==================== block 1
### Clock nets, block 1

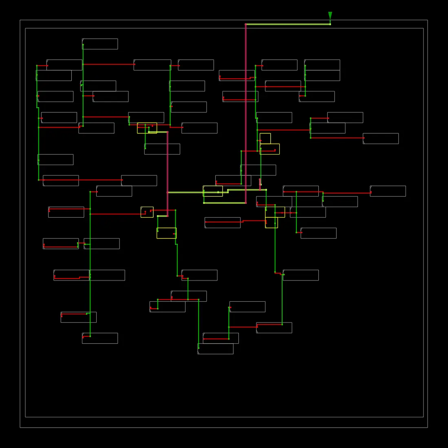

$ cat config.mk
export PLATFORM = sky130hd
export DESIGN_NAME = controlador_umidade
export DESIGN_NICKNAME = d
export VERILOG_FILES = /design/src/rtl/controlador_umidade.sv
export SDC_FILE = /design/constraint.sdc
export NUM_CORES = 1
export LEC_CHECK = 0
export CAP_MARGIN = 20
export CORE_UTILIZATION = 25
export DETAILED_ROUTE_END_ITERATION = 8
export MAX_ROUTING_LAYER = met4
export PLACE_DENSITY_LB_ADDON = 0.25
export SETUP_SLACK_MARGIN = 0.1
export SLEW_MARGIN = 20
export SYNTH_ARGS = -nofsm -noshare
export SYNTH_HDL_FRONTEND = slang
export SYNTH_SLANG_ARGS = --single-unit
$ cat constraint.sdc
create_clock -name clock -period 1.75 [get_ports clock]
set_input_delay 0.35 -clock clock [delete_from_list [all_inputs] [get_ports clock]]
set_output_delay 0.35 -clock clock [all_outputs]
set_load 0.03 [all_outputs]
$ cat src/rtl/controlador_umidade.sv
// controlador_umidade: sequencer for the Umni humidity path.
// Periodically requests a reading pair from two humidity sensors over a 4-phase
// handshake and range-checks both values. It feeds the external combinational
// adder, registers the sum and publishes the truncated (or rounded) average. It
// then runs hysteresis control of the irrigation pump with a minimum on-time.
//
// Optional feature: define ARREDONDA_EN to drive somador_cin=1, which gives a
// round-half-up average instead of truncation.
//
// Ports:
//   clock, reset          rising-edge clock, asynchronous active-high reset
//   habilita              controller enable; low forces OCIOSO and pump off
//   sensor_req/ack        4-phase request/acknowledge to the sensor pair
//   sensor1/sensor2       7-bit readings, valid while sensor_ack is high
//   somador_a/b/cin       operands and carry-in of the external adder
//   somador_resultado     8-bit sum returned by the adder
//   media/media_valida    last valid average and its one-cycle update pulse
//   bomba                 pump drive
//   erro                  sensor fault flag (timeout or out-of-range reading)
module controlador_umidade #(
  parameter int unsigned PERIODO_AMOSTRA = 1000,
  parameter int unsigned TIMEOUT_ACK     = 16,
  parameter int unsigned LIMIAR_LIGA     = 40,
  parameter int unsigned LIMIAR_DESLIGA  = 60,
  parameter int unsigned TEMPO_MIN_BOMBA = 8
) (
  input  logic       clock,
  input  logic       reset,
  input  logic       habilita,
  output logic       sensor_req,
  input  logic       sensor_ack,
  input  logic [6:0] sensor1,
  input  logic [6:0] sensor2,
  output logic [6:0] somador_a,
  output logic [6:0] somador_b,
  output logic       somador_cin,
  input  logic [7:0] somador_resultado,
  output logic [6:0] media,
  output logic       media_valida,
  output logic       bomba,
  output logic       erro
);

  localparam int unsigned W_DADO = 7;
  localparam int unsigned W_PER  = $clog2(PERIODO_AMOSTRA + 1);
  localparam int unsigned W_TO   = $clog2(TIMEOUT_ACK + 1);
  localparam int unsigned W_ON   = $clog2(TEMPO_MIN_BOMBA + 1);

  localparam logic [W_PER-1:0]  PER_FIM    = W_PER'(PERIODO_AMOSTRA - 1);
  localparam logic [W_TO-1:0]   TO_FIM     = W_TO'(TIMEOUT_ACK - 1);
  localparam logic [W_ON-1:0]   ON_MIN     = W_ON'(TEMPO_MIN_BOMBA);
  localparam logic [W_ON-1:0]   ON_MAX     = '1;
  localparam logic [W_DADO-1:0] LIGA       = W_DADO'(LIMIAR_LIGA);
  localparam logic [W_DADO-1:0] DESLIGA    = W_DADO'(LIMIAR_DESLIGA);
  localparam logic [W_DADO-1:0] MAX_VALIDO = W_DADO'(100);

`ifdef ARREDONDA_EN
  localparam logic CIN_VAL = 1'b1;
`else
  localparam logic CIN_VAL = 1'b0;
`endif

  typedef enum logic [2:0] {
    OCIOSO = 3'd0,
    ESPERA = 3'd1,
    PEDE   = 3'd2,
    LIBERA = 3'd3,
    SOMA   = 3'd4,
    DECIDE = 3'd5
  } estado_t;

  estado_t           estado_q, estado_d;
  logic [W_PER-1:0]  per_q, per_d;
  logic [W_TO-1:0]   to_q, to_d;
  logic [W_ON-1:0]   on_q, on_d, on_inc;
  logic [W_DADO-1:0] op_a_q, op_a_d, op_b_q, op_b_d;
  logic [W_DADO-1:0] res_q, res_d;
  logic [W_DADO-1:0] media_q, media_d;
  logic              mv_q, mv_d;
  logic              bomba_q, bomba_d;
  logic              erro_q, erro_d;
  logic              req_q, req_d;
  logic              cin_q, cin_d;

  // The sum LSB is discarded by the halving, so only bits [7:1] are stored.
  logic unused_lsb;
  assign unused_lsb = somador_resultado[0];

  // State and output registers.
  always_ff @(posedge clock or posedge reset) begin
    if (reset) begin
      estado_q <= OCIOSO;
      per_q    <= '0;
      to_q     <= '0;
      on_q     <= '0;
      op_a_q   <= '0;
      op_b_q   <= '0;
      res_q    <= '0;
      media_q  <= '0;
      mv_q     <= 1'b0;
      bomba_q  <= 1'b0;
      erro_q   <= 1'b0;
      req_q    <= 1'b0;
      cin_q    <= 1'b0;
    end else begin
      estado_q <= estado_d;
      per_q    <= per_d;
      to_q     <= to_d;
      on_q     <= on_d;
      op_a_q   <= op_a_d;
      op_b_q   <= op_b_d;
      res_q    <= res_d;
      media_q  <= media_d;
      mv_q     <= mv_d;
      bomba_q  <= bomba_d;
      erro_q   <= erro_d;
      req_q    <= req_d;
      cin_q    <= cin_d;
    end
  end

  // Next-state and next-output logic.
  always_comb begin
    estado_d = estado_q;
    per_d    = per_q;
    to_d     = to_q;
    on_d     = on_q;
    op_a_d   = op_a_q;
    op_b_d   = op_b_q;
    res_d    = res_q;
    media_d  = media_q;
    mv_d     = 1'b0;
    bomba_d  = bomba_q;
    erro_d   = erro_q;
    req_d    = req_q;
    cin_d    = CIN_VAL;
    on_inc   = (on_q == ON_MAX) ? on_q : on_q + W_ON'(1);

    if (!habilita) begin
      // Disable wins everywhere; media and erro are deliberately kept.
      estado_d = OCIOSO;
      req_d    = 1'b0;
      bomba_d  = 1'b0;
      on_d     = '0;
    end else begin
      unique case (estado_q)
        OCIOSO: begin
          estado_d = ESPERA;
          per_d    = '0;
        end

        ESPERA: begin
          // Period elapsed: hold off the request until a stale ack has dropped.
          if (per_q == PER_FIM) begin
            if (!sensor_ack) begin
              estado_d = PEDE;
              req_d    = 1'b1;
              to_d     = '0;
            end
          end else begin
            per_d = per_q + W_PER'(1);
          end
        end

        PEDE: begin
          if (sensor_ack) begin
            op_a_d   = sensor1;
            op_b_d   = sensor2;
            req_d    = 1'b0;
            estado_d = LIBERA;
          end else if (to_q == TO_FIM) begin
            erro_d   = 1'b1;
            bomba_d  = 1'b0;
            on_d     = '0;
            req_d    = 1'b0;
            per_d    = '0;
            estado_d = ESPERA;
          end else begin
            to_d = to_q + W_TO'(1);
          end
        end

        LIBERA: begin
          if (!sensor_ack) estado_d = SOMA;
        end

        SOMA: begin
          res_d    = somador_resultado[7:1];
          estado_d = DECIDE;
        end

        DECIDE: begin
          estado_d = ESPERA;
          per_d    = '0;
          if (op_a_q > MAX_VALIDO || op_b_q > MAX_VALIDO) begin
            erro_d  = 1'b1;
            bomba_d = 1'b0;
            on_d    = '0;
          end else begin
            erro_d  = 1'b0;
            media_d = res_q;
            mv_d    = 1'b1;
            // Hysteresis: threshold equality holds the current pump state.
            if (!bomba_q) begin
              if (res_q < LIGA) begin
                bomba_d = 1'b1;
                on_d    = W_ON'(1);
              end
            end else begin
              on_d = on_inc;
              if (res_q > DESLIGA && on_inc >= ON_MIN) begin
                bomba_d = 1'b0;
                on_d    = '0;
              end
            end
          end
        end

        default: estado_d = OCIOSO;
      endcase
    end
  end

  assign sensor_req   = req_q;
  assign somador_a    = op_a_q;
  assign somador_b    = op_b_q;
  assign somador_cin  = cin_q;
  assign media        = media_q;
  assign media_valida = mv_q;
  assign bomba        = bomba_q;
  assign erro         = erro_q;

endmodule

==================== block 2
[src/rtl/vpu_operand_fetch.sv]
// Operand fetch stage: pops one decoded vector request, issues per-beat SRAM reads
// and streams the returned operand bundles to the execution stage.
module vpu_operand_fetch #(
    parameter int SRAM_R_PORT_CNT    = 3,
    parameter int OPERAND_ADDR_WIDTH = 10,
    parameter int VEC_LEN_LG2        = 5,
    parameter int ELEM_WIDTH         = 32,
    parameter int SRAM_RD_LAT        = 1,
    parameter int OBUF_DEPTH         = SRAM_RD_LAT + 2
) (
    input  logic                                     clk,
    input  logic                                     rst_n,
    input  logic                                     req_valid_i,
    input  logic [SRAM_R_PORT_CNT-1:0]               req_rvalid_i,
    input  logic [SRAM_R_PORT_CNT*OPERAND_ADDR_WIDTH-1:0] req_raddr_i,
    input  logic [VEC_LEN_LG2-1:0]                   req_vlen_i,
    input  logic [OPERAND_ADDR_WIDTH-1:0]            req_waddr_i,
    output logic                                     req_rden_o,
    output logic [SRAM_R_PORT_CNT-1:0]               sram_ren_o,
    output logic [SRAM_R_PORT_CNT*OPERAND_ADDR_WIDTH-1:0] sram_raddr_o,
    input  logic [SRAM_R_PORT_CNT*ELEM_WIDTH-1:0]    sram_rdata_i,
    output logic                                     op_valid_o,
    input  logic                                     op_ready_i,
    output logic [SRAM_R_PORT_CNT*ELEM_WIDTH-1:0]    op_data_o,
    output logic                                     op_last_o,
    output logic [OPERAND_ADDR_WIDTH-1:0]            op_waddr_o,
    output logic                                     busy_o
);
    localparam int P  = SRAM_R_PORT_CNT;
    localparam int AW = OPERAND_ADDR_WIDTH;
    localparam int DW = SRAM_R_PORT_CNT * ELEM_WIDTH;
    localparam int CW = $clog2(OBUF_DEPTH + 1);
    localparam int PW = $clog2(OBUF_DEPTH);

    typedef enum logic [1:0] {IDLE, ISSUE, DRAIN} state_t;

    state_t                 r_state, w_nextState;
    logic [P-1:0]           r_rvalid;
    logic [P*AW-1:0]        r_raddr;
    logic [VEC_LEN_LG2-1:0] r_vlen, r_beat;
    logic [AW-1:0]          r_waddr;
    logic [CW-1:0]          r_credits, r_count;
    logic [SRAM_RD_LAT-1:0] r_tagValid, r_tagLast;
    logic [AW-1:0]          r_tagWaddr [SRAM_RD_LAT];
    logic [DW-1:0]          r_mem [OBUF_DEPTH];
    logic [OBUF_DEPTH-1:0]  r_memLast;
    logic [AW-1:0]          r_memWaddr [OBUF_DEPTH];
    logic [PW-1:0]          r_wrPtr, r_rdPtr;

    logic          w_accept, w_issue, w_lastBeat, w_push, w_pop;
    logic [DW-1:0] w_pushData;

    assign w_issue    = (r_state == ISSUE) && (r_credits != '0);
    assign w_lastBeat = (r_beat == r_vlen);
    assign w_push     = r_tagValid[SRAM_RD_LAT-1];
    assign w_pop      = op_valid_o && op_ready_i;
    assign req_rden_o = w_accept && rst_n;

    always_comb begin
        w_nextState = r_state;
        w_accept    = 1'b0;
        case (r_state)
            IDLE: begin
                if (req_valid_i && (r_count == '0)) begin
                    w_accept    = 1'b1;
                    w_nextState = ISSUE;
                end
            end
            ISSUE: if (w_issue && w_lastBeat) w_nextState = DRAIN;
            DRAIN: if (w_pop && op_last_o) w_nextState = IDLE;
            default: w_nextState = IDLE;
        endcase
    end

    always_comb begin
        sram_ren_o   = '0;
        sram_raddr_o = '0;
        w_pushData   = '0;
        if (w_issue) begin
            sram_ren_o = r_rvalid;
            for (int i = 0; i < P; i++)
                sram_raddr_o[i*AW +: AW] = r_raddr[i*AW +: AW] + AW'(r_beat);
        end
        // Unread lanes carry whatever the SRAM drives, so they are forced to zero here.
        for (int i = 0; i < P; i++)
            if (r_rvalid[i])
                w_pushData[i*ELEM_WIDTH +: ELEM_WIDTH] = sram_rdata_i[i*ELEM_WIDTH +: ELEM_WIDTH];
    end

    always_ff @(posedge clk) begin
        if (!rst_n) begin
            r_state    <= IDLE;
            r_rvalid   <= '0;
            r_raddr    <= '0;
            r_vlen     <= '0;
            r_waddr    <= '0;
            r_beat     <= '0;
            r_credits  <= CW'(OBUF_DEPTH);
            r_count    <= '0;
            r_wrPtr    <= '0;
            r_rdPtr    <= '0;
            r_tagValid <= '0;
            r_tagLast  <= '0;
            for (int k = 0; k < SRAM_RD_LAT; k++) r_tagWaddr[k] <= '0;
        end else begin
            r_state <= w_nextState;
            if (w_accept) begin
                r_rvalid <= req_rvalid_i;
                r_raddr  <= req_raddr_i;
                r_vlen   <= req_vlen_i;
                r_waddr  <= req_waddr_i;
                r_beat   <= '0;
            end else if (w_issue) begin
                r_beat <= r_beat + VEC_LEN_LG2'(1);
            end
            r_credits     <= r_credits - CW'(w_issue) + CW'(w_pop);
            r_tagValid[0] <= w_issue;
            r_tagLast[0]  <= w_issue && w_lastBeat;
            r_tagWaddr[0] <= r_waddr + AW'(r_beat);
            for (int k = 1; k < SRAM_RD_LAT; k++) begin
                r_tagValid[k] <= r_tagValid[k-1];
                r_tagLast[k]  <= r_tagLast[k-1];
                r_tagWaddr[k] <= r_tagWaddr[k-1];
            end
            if (w_push) r_wrPtr <= (r_wrPtr == PW'(OBUF_DEPTH - 1)) ? '0 : r_wrPtr + PW'(1);
            if (w_pop)  r_rdPtr <= (r_rdPtr == PW'(OBUF_DEPTH - 1)) ? '0 : r_rdPtr + PW'(1);
            r_count <= r_count + CW'(w_push) - CW'(w_pop);
        end
    end

    // Credits reserve a slot for every issued read, so a push never finds the buffer full.
    always_ff @(posedge clk) begin
        if (w_push) begin
            r_mem[r_wrPtr]      <= w_pushData;
            r_memLast[r_wrPtr]  <= r_tagLast[SRAM_RD_LAT-1];
            r_memWaddr[r_wrPtr] <= r_tagWaddr[SRAM_RD_LAT-1];
        end
    end

    assign op_valid_o = (r_count != '0);
    assign op_data_o  = op_valid_o ? r_mem[r_rdPtr] : '0;
    assign op_last_o  = op_valid_o && r_memLast[r_rdPtr];
    assign op_waddr_o = op_valid_o ? r_memWaddr[r_rdPtr] : '0;
    assign busy_o     = (r_state != IDLE) || op_valid_o;
endmodule

[config.mk]
export PLATFORM = sky130hd
export DESIGN_NAME = vpu_operand_fetch
export DESIGN_NICKNAME = d
export VERILOG_FILES = /design/src/rtl/vpu_operand_fetch.sv
export SDC_FILE = /design/constraint.sdc
export NUM_CORES = 1
export LEC_CHECK = 0
export ABC_CLOCK_PERIOD_IN_PS = 20800
export CORE_UTILIZATION = 57
export DETAILED_ROUTE_END_ITERATION = 7
export GPL_TIMING_DRIVEN = 0
export PLACE_DENSITY = 0.86
export SLEW_MARGIN = 25
export SYNTH_ARGS = -nofsm -noshare
export SYNTH_HDL_FRONTEND = slang
export SYNTH_SLANG_ARGS = --single-unit
[constraint.sdc]
create_clock -name clk -period 20.8 [get_ports clk]
set_input_delay 4.16 -clock clk [delete_from_list [all_inputs] [get_ports clk]]
set_output_delay 4.16 -clock clk [all_outputs]
set_load 0.05 [all_outputs]
==================== block 3
$ cat src/rtl/cpu_types_pkg.sv
// Shared CPU types: RAM handshake state, data word, and the RAM arbiter FSM state.
package cpu_types_pkg;

  localparam int unsigned WORD_W = 32;

  typedef logic [WORD_W-1:0] word_t;

  typedef enum logic [1:0] {
    FREE   = 2'd0,
    BUSY   = 2'd1,
    ACCESS = 2'd2,
    ERROR  = 2'd3
  } ramstate_t;

  typedef enum logic [1:0] {
    IDLE = 2'd0,
    IGNT = 2'd1,
    DGNT = 2'd2
  } arb_state_t;

endpackage

$ cat src/rtl/arb_streak_counter.sv
// Saturating count of back-to-back data grants taken while a fetch waits; flags when the limit is hit.
module arb_streak_counter #(
  parameter int unsigned LIMIT = 4
) (
  input  logic clk,
  input  logic rst_n,
  input  logic inc,
  input  logic clr,
  output logic starve_c
);

  localparam int unsigned CNT_W = (LIMIT > 7) ? $clog2(LIMIT + 1) : 3;

  logic [CNT_W-1:0] cnt_q;

  always_ff @(posedge clk or negedge rst_n) begin
    if (!rst_n) begin
      cnt_q <= '0;
    end else if (clr) begin
      cnt_q <= '0;
    end else if (inc && (cnt_q != CNT_W'(LIMIT))) begin
      cnt_q <= cnt_q + CNT_W'(1);
    end
  end

  assign starve_c = (cnt_q == CNT_W'(LIMIT));

endmodule

$ cat src/rtl/ram_arbiter.sv
// Arbitrates the unified single-ported RAM between instruction fetch and the MEM-stage data port.
// Optional fetch starvation guard: define ARB_FAIR_EN.
module ram_arbiter
  import cpu_types_pkg::*;
#(
  parameter int unsigned ADDR_W       = 32,
  parameter int unsigned DATA_W       = 32,
  parameter int unsigned STARVE_LIMIT = 4
) (
  input  logic              CLK,
  input  logic              nRST,
  input  logic              iREN,
  input  logic [ADDR_W-1:0] iaddr,
  output logic              iwait,
  output logic [DATA_W-1:0] iload,
  input  logic              dREN,
  input  logic              dWEN,
  input  logic [ADDR_W-1:0] daddr,
  input  logic [DATA_W-1:0] dstore,
  output logic              dwait,
  output logic [DATA_W-1:0] dload,
  output logic              ramREN,
  output logic              ramWEN,
  output logic [ADDR_W-1:0] ramaddr,
  output logic [DATA_W-1:0] ramstore,
  input  logic [DATA_W-1:0] ramload,
  input  ramstate_t         ramstate
);

  if (STARVE_LIMIT < 1) begin : g_bad_limit
    $error("ram_arbiter: STARVE_LIMIT must be at least 1");
  end

  arb_state_t state_q, state_d;
  logic       dreq_c;
  logic       icpl_c;
  logic       dcpl_c;
  logic       starve_c;

  assign dreq_c = dREN | dWEN;
  assign icpl_c = (state_q == IGNT) && (ramstate == ACCESS) && iREN;
  assign dcpl_c = (state_q == DGNT) && (ramstate == ACCESS) && dreq_c;

`ifdef ARB_FAIR_EN
  arb_streak_counter #(
    .LIMIT(STARVE_LIMIT)
  ) u_streak (
    .clk     (CLK),
    .rst_n   (nRST),
    .inc     (dcpl_c & iREN),
    .clr     (icpl_c | ~iREN),
    .starve_c(starve_c)
  );
`else
  assign starve_c = 1'b0;
`endif

  always_ff @(posedge CLK or negedge nRST) begin
    if (!nRST) begin
      state_q <= IDLE;
    end else begin
      state_q <= state_d;
    end
  end

  // Grant selection plus RAM drive; strobes follow the live request so a withdrawn request aborts at once.
  always_comb begin
    state_d  = state_q;
    ramREN   = 1'b0;
    ramWEN   = 1'b0;
    ramaddr  = '0;
    ramstore = '0;
    unique case (state_q)
      IDLE: begin
        if (iREN && starve_c) begin
          state_d = IGNT;
        end else if (dreq_c) begin
          state_d = DGNT;
        end else if (iREN) begin
          state_d = IGNT;
        end
      end
      IGNT: begin
        ramaddr = iaddr;
        ramREN  = iREN;
        if (!iREN || (ramstate == ACCESS) || (ramstate == ERROR)) begin
          state_d = IDLE;
        end
      end
      DGNT: begin
        ramaddr  = daddr;
        ramstore = dstore;
        ramWEN   = dWEN;
        ramREN   = dREN & ~dWEN;
        if (!dreq_c || (ramstate == ACCESS) || (ramstate == ERROR)) begin
          state_d = IDLE;
        end
      end
      default: state_d = IDLE;
    endcase
  end

  assign iwait = iREN & ~icpl_c;
  assign dwait = dreq_c & ~dcpl_c;
  assign iload = icpl_c ? ramload : '0;
  assign dload = dcpl_c ? ramload : '0;

endmodule

$ cat config.mk
export PLATFORM = sky130hd
export DESIGN_NAME = ram_arbiter
export DESIGN_NICKNAME = d
export VERILOG_FILES = /design/src/rtl/cpu_types_pkg.sv /design/src/rtl/arb_streak_counter.sv /design/src/rtl/ram_arbiter.sv
export SDC_FILE = /design/constraint.sdc
export NUM_CORES = 1
export LEC_CHECK = 0
export CAP_MARGIN = 25
export CORE_AREA = 2 2 103 105
export DETAILED_ROUTE_END_ITERATION = 6
export DIE_AREA = 0 0 105 107
export PLACE_DENSITY_LB_ADDON = 0.12
export SETUP_SLACK_MARGIN = 0.3
export SLEW_MARGIN = 10
export SYNTH_ARGS = -nofsm -noshare
export SYNTH_HDL_FRONTEND = slang
export SYNTH_SLANG_ARGS = --single-unit
$ cat constraint.sdc
create_clock -name CLK -period 3.4 [get_ports CLK]
set_clock_uncertainty 0.2 [all_clocks]
set_input_delay 0.51 -clock CLK [delete_from_list [all_inputs] [get_ports CLK]]
set_output_delay 0.51 -clock CLK [all_outputs]
set_load 0.005 [all_outputs]
### Clock nets, block 3

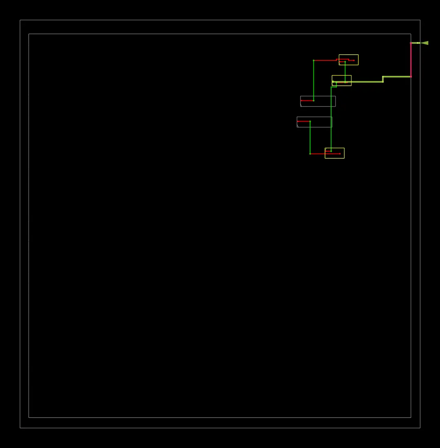
clock network power consumption: 94.3 µW
worst-skew pair later-pin latency: 0.21 ns
final-layout clock buffer total: 3
clock buffer count from CTS: 3

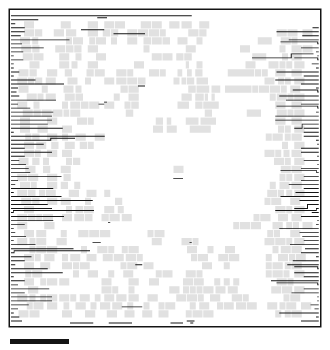
*Met3 routing, block 3*
The bar under the picture is 20 µm long. Cells faint in the background.
- share of all routed wire: 16%
- main direction: horizontal
- longest straight run: 60.9 µm
- nets with wire on the layer: 160

==> notes.md, block 3 <==
The synthesis and place-and-route flow finished, so here is a summary.

The number of placed instances, taps included, is 595. The number of sequential cells is 2. The maximum number of pins on one net before global-route repair came out at between 70 and 80. The total cell area at the placement stage is 4180 µm². The share of final-layout standard cells stronger than drive strength 1 is 0.0325. The buffer depth of the longest clock path is 2. STA classifies the critical path startpoint as a primary input. The largest power group is combinational cells. The number of cells on the worst reg-to-reg path came out at 6. In this run the vertical extent of the chip is 107 µm.

After layout, the worst setup slack is 0.365 ns. The run finished with clean final reports. The xor and xnor area share after synthesis came out at 0. Synthesis produced a netlist whose cell count is 209. In this run, post-CTS repair resized a total of 0 instances. The number of nets in the layout came out at 602. The switching fraction of total power is 0.358.

The area fraction in compound gates came out at 0.228. Across the whole layout, storage elements account for around 50 µm². The pre-antenna-repair detailed-routing pass consisted of 4 iterations. The post-synthesis register bit count came out at 2.

The yosys stat chip area came out at 1430 µm². Per the timing report, the most critical flop-to-flop path finishes at state_q[0]. According to the floorplan log, the row count is 37. The highest cell delay on the worst timing path came out at about 0.54 ns.

Setup repair after global routing could not meet its margin everywhere. Per report_power, the Sequential row totals 40.0 µW. Summing over every cut layer, the via total after detailed routing is 2425.

The cell type of the slowest stage on the worst timing path is sky130_fd_sc_hd__clkdlybuf4s50_1. The worst VDD IR drop from the latest analysis is 0.198 mV. The count of inserted antenna diode cells came out at 0. For this block, the routed nets add up to between 8000 and 9000 µm of wire. The count of pins on the block boundary came out at 267. Per the synthesis report, the dominant area consumer among library cells is sky130_fd_sc_hd__and2_1.

The stage-log warning count came out at 29. The met2 usage in global routing is 0.253.
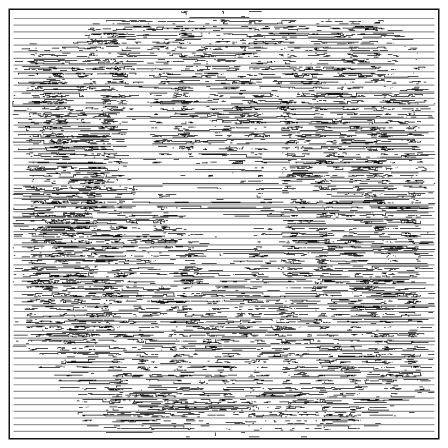
*Metal 1, block 2*
Supply wires on this layer in grey.
- nets with wire on the layer: 1818
- wire length on this layer: 16600 µm
- share of all routed wire: 38%
- main direction: horizontal

==> notes.md, block 2 <==
The synthesis and place-and-route flow finished, so here is a summary.

The run finished with clean final reports. The final routed wirelength across all metal layers is about 44000 µm. The post-detailed-route count of antenna-violating nets is 0. The initial antenna violation count is 4. STA classifies the critical path endpoint as a primary output.

The cell area after synthesis came out at 17000 µm². The slew at the pin closest to its max-slew limit came out at about 0.96 ns. The share of synthesized registers carrying an async set or reset came out at 0.

The number of levels the H-tree was split into came out at 2. The total length of routed met3 wires is ~3400 µm. The largest registers in the layout are r_mem x288, r_memWaddr x30, r_raddr x30.

The mean instance size in the synthesized netlist came out at ~12 µm². The dominant kind of combinational cell is simple AND/OR/NAND/NOR gates. Per the OpenROAD timing report, the critical path contains 6 cells.

The flow measured a signed area growth from synthesis to layout of 29.9%. The non-clock buffer total of the final layout is 406. Cell internal power was estimated by the tool at between 1.5 and 2 mW.

The final worst clock skew is 0.0164 ns. Excluding fillers, the count of instances in the completed layout stands at 2202. The met2 wirelength from detailed routing is 22000 µm. After routing, the total negative slack on setup checks comes to 0 ns.

The top fanout value on the critical path came out at 10. The post-route DRC violation count came out at 0. CTS saw 398 sinks.

After layout, the design draws a total of 2.60 mW. The area fraction of the dominant cell type after synthesis is 0.566. Data on the critical path is required at its endpoint by 16.64 ns. CTS added clock buffers totalling 40. The met3 usage in global routing came out at 0.0494. The number of cells on the worst reg-to-reg path is 11.
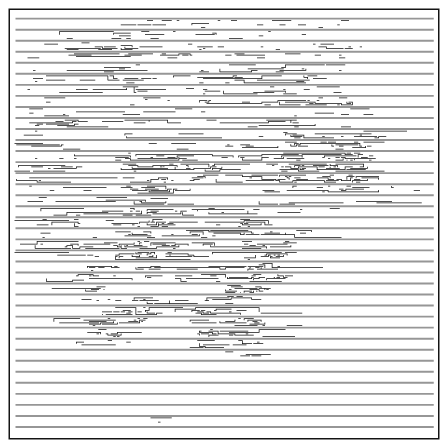
*Metal 1, block 1*
Supply wires on this layer in grey.
- wire length on this layer: 2940 µm
- nets with wire on the layer: 323
- main direction: horizontal
- share of all routed wire: 48%

Notes on 'Clock nets' of block 1 above:
worst-skew pair later-pin latency: 0.31 ns
flop count: 54
clock buffer count from CTS: 5
clock network power consumption: 739 µW
clock sink count: 54

==> notes.md, block 1 <==
The synthesis and place-and-route flow finished, so here is a summary.

The portion of synthesized area spent on multiplexers is 0.133. Of all cell types, the one taking the most synthesized area is sky130_fd_sc_hd__dfrtp_1. The routed layout has 2165 vias.

By area the synthesized netlist is led by sky130_fd_sc_hd__dfrtp_1 50%, sky130_fd_sc_hd__mux2_2 12%, sky130_fd_sc_hd__o21ai_0 3.0%. The placed wire-length estimate is roughly 4200 µm. The proportion of power drawn by the clock network is 0.327. The final-report setup violation count came out at 9.

The total of clock buffers placed in the layout came out at 5. The area fraction in compound gates came out at 0.146. The final weighted congestion of routability-driven global placement came out at about 0.79. The post-synthesis register bit count is 54. The count of yosys warnings during synthesis came out at 0. In this run the critical path is formed by ha_2 -> and3_4 -> ha_4 -> nor2b_4 -> o211ai_1 -> a21oi_2 -> buf_6 -> buf_4 -> a31oi_1. The final instance area came out at 3890 µm². The synthesized netlist has a Yosys-reported chip area of 2680 µm². The checks that failed: negative setup slack.

The wire length on met1 is 2940 µm. The global routing met1 resource utilization came out at 0.155. The worst register-to-register path depth is 9.

The accumulated negative setup slack is -0.292 ns. The die boundary height came out at roughly 110 µm. The stage-log warning count came out at 30. The origin of the worst setup path is to_q[0]. The final timing report gives a worst setup slack of -0.0762 ns. The critical path is of the register to register type. The total internal power came out at 1.69 mW. The total global routing overflow is 0. The initial antenna violation count is 0. The type recorded for the worst min-delay path is primary input to async pin. The first detailed-routing pass took 4 iterations. The number of max-cap violations came out at 0.

The total cell area at the placement stage is between 3000 and 4000 µm². The data arrival time reported for the critical path is 2.06 ns. The maximum number of pins on one net before global-route repair is 55.

The final period utilization is 1.04. The post-synthesis share of cell area spent on full adders, half adders and majority gates is 0.0187. The wire length per cell after detailed routing came out at 13.1 µm. The final hold violation count recorded for this run is 0. The timing report gives the worst reg2reg path a setup slack of -0.08 ns. The share of the yosys chip area belonging to registers came out at 0.505.

Of the cells placed in the final design, the portion with a size suffix greater than 1 is 0.348. The net count after synthesis is roughly 270. For reference, the post-synthesis area per instance comes to 11.3 µm². The DRC violation total after the first TritonRoute iteration is between 40 and 50. The most frequent cell after synthesis is sky130_fd_sc_hd__dfrtp_1. Leaving out the clock tree, the finished layout contains an inverter count of 11. The worst setup timing slack at the placement stage came out at -0.270 ns. The core utilization of the finished layout is 0.375. Counting flops with a built-in enable in the synthesized netlist gives 0.

TritonCTS built the clock tree. The number of logic gates came out at ~160. The switching fraction of total power is 0.254. The final worst clock skew came out at a little under 0.009 ns. The flow ran to the end, but the final reports show violations. The leakage dissipation is ~1.9 nW. The number of levels the H-tree was split into came out at 2.


## Gallery

M2 wires.
picture 1
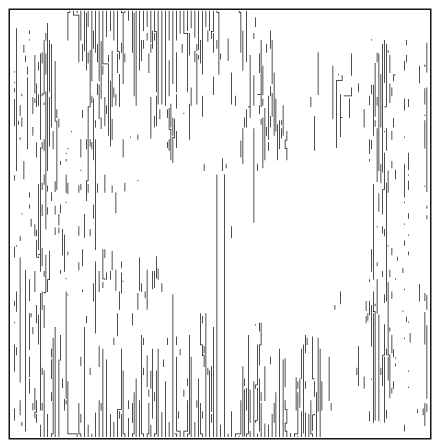
picture 2
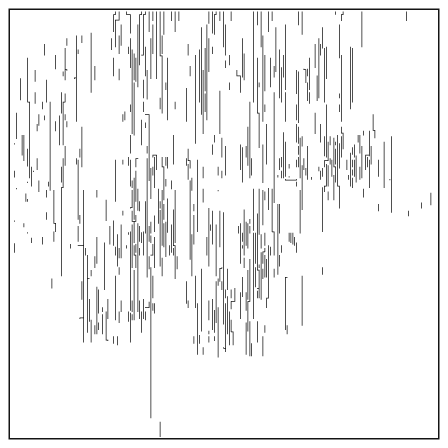
picture 3
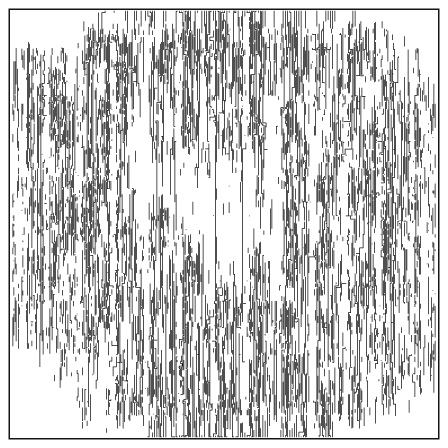
| from | picture |
|---|---|
| block 1 | picture 2 |
| block 3 | picture 1 |
| block 2 | picture 3 |

No activity file was given, so power comes from the tool's default toggle rates.
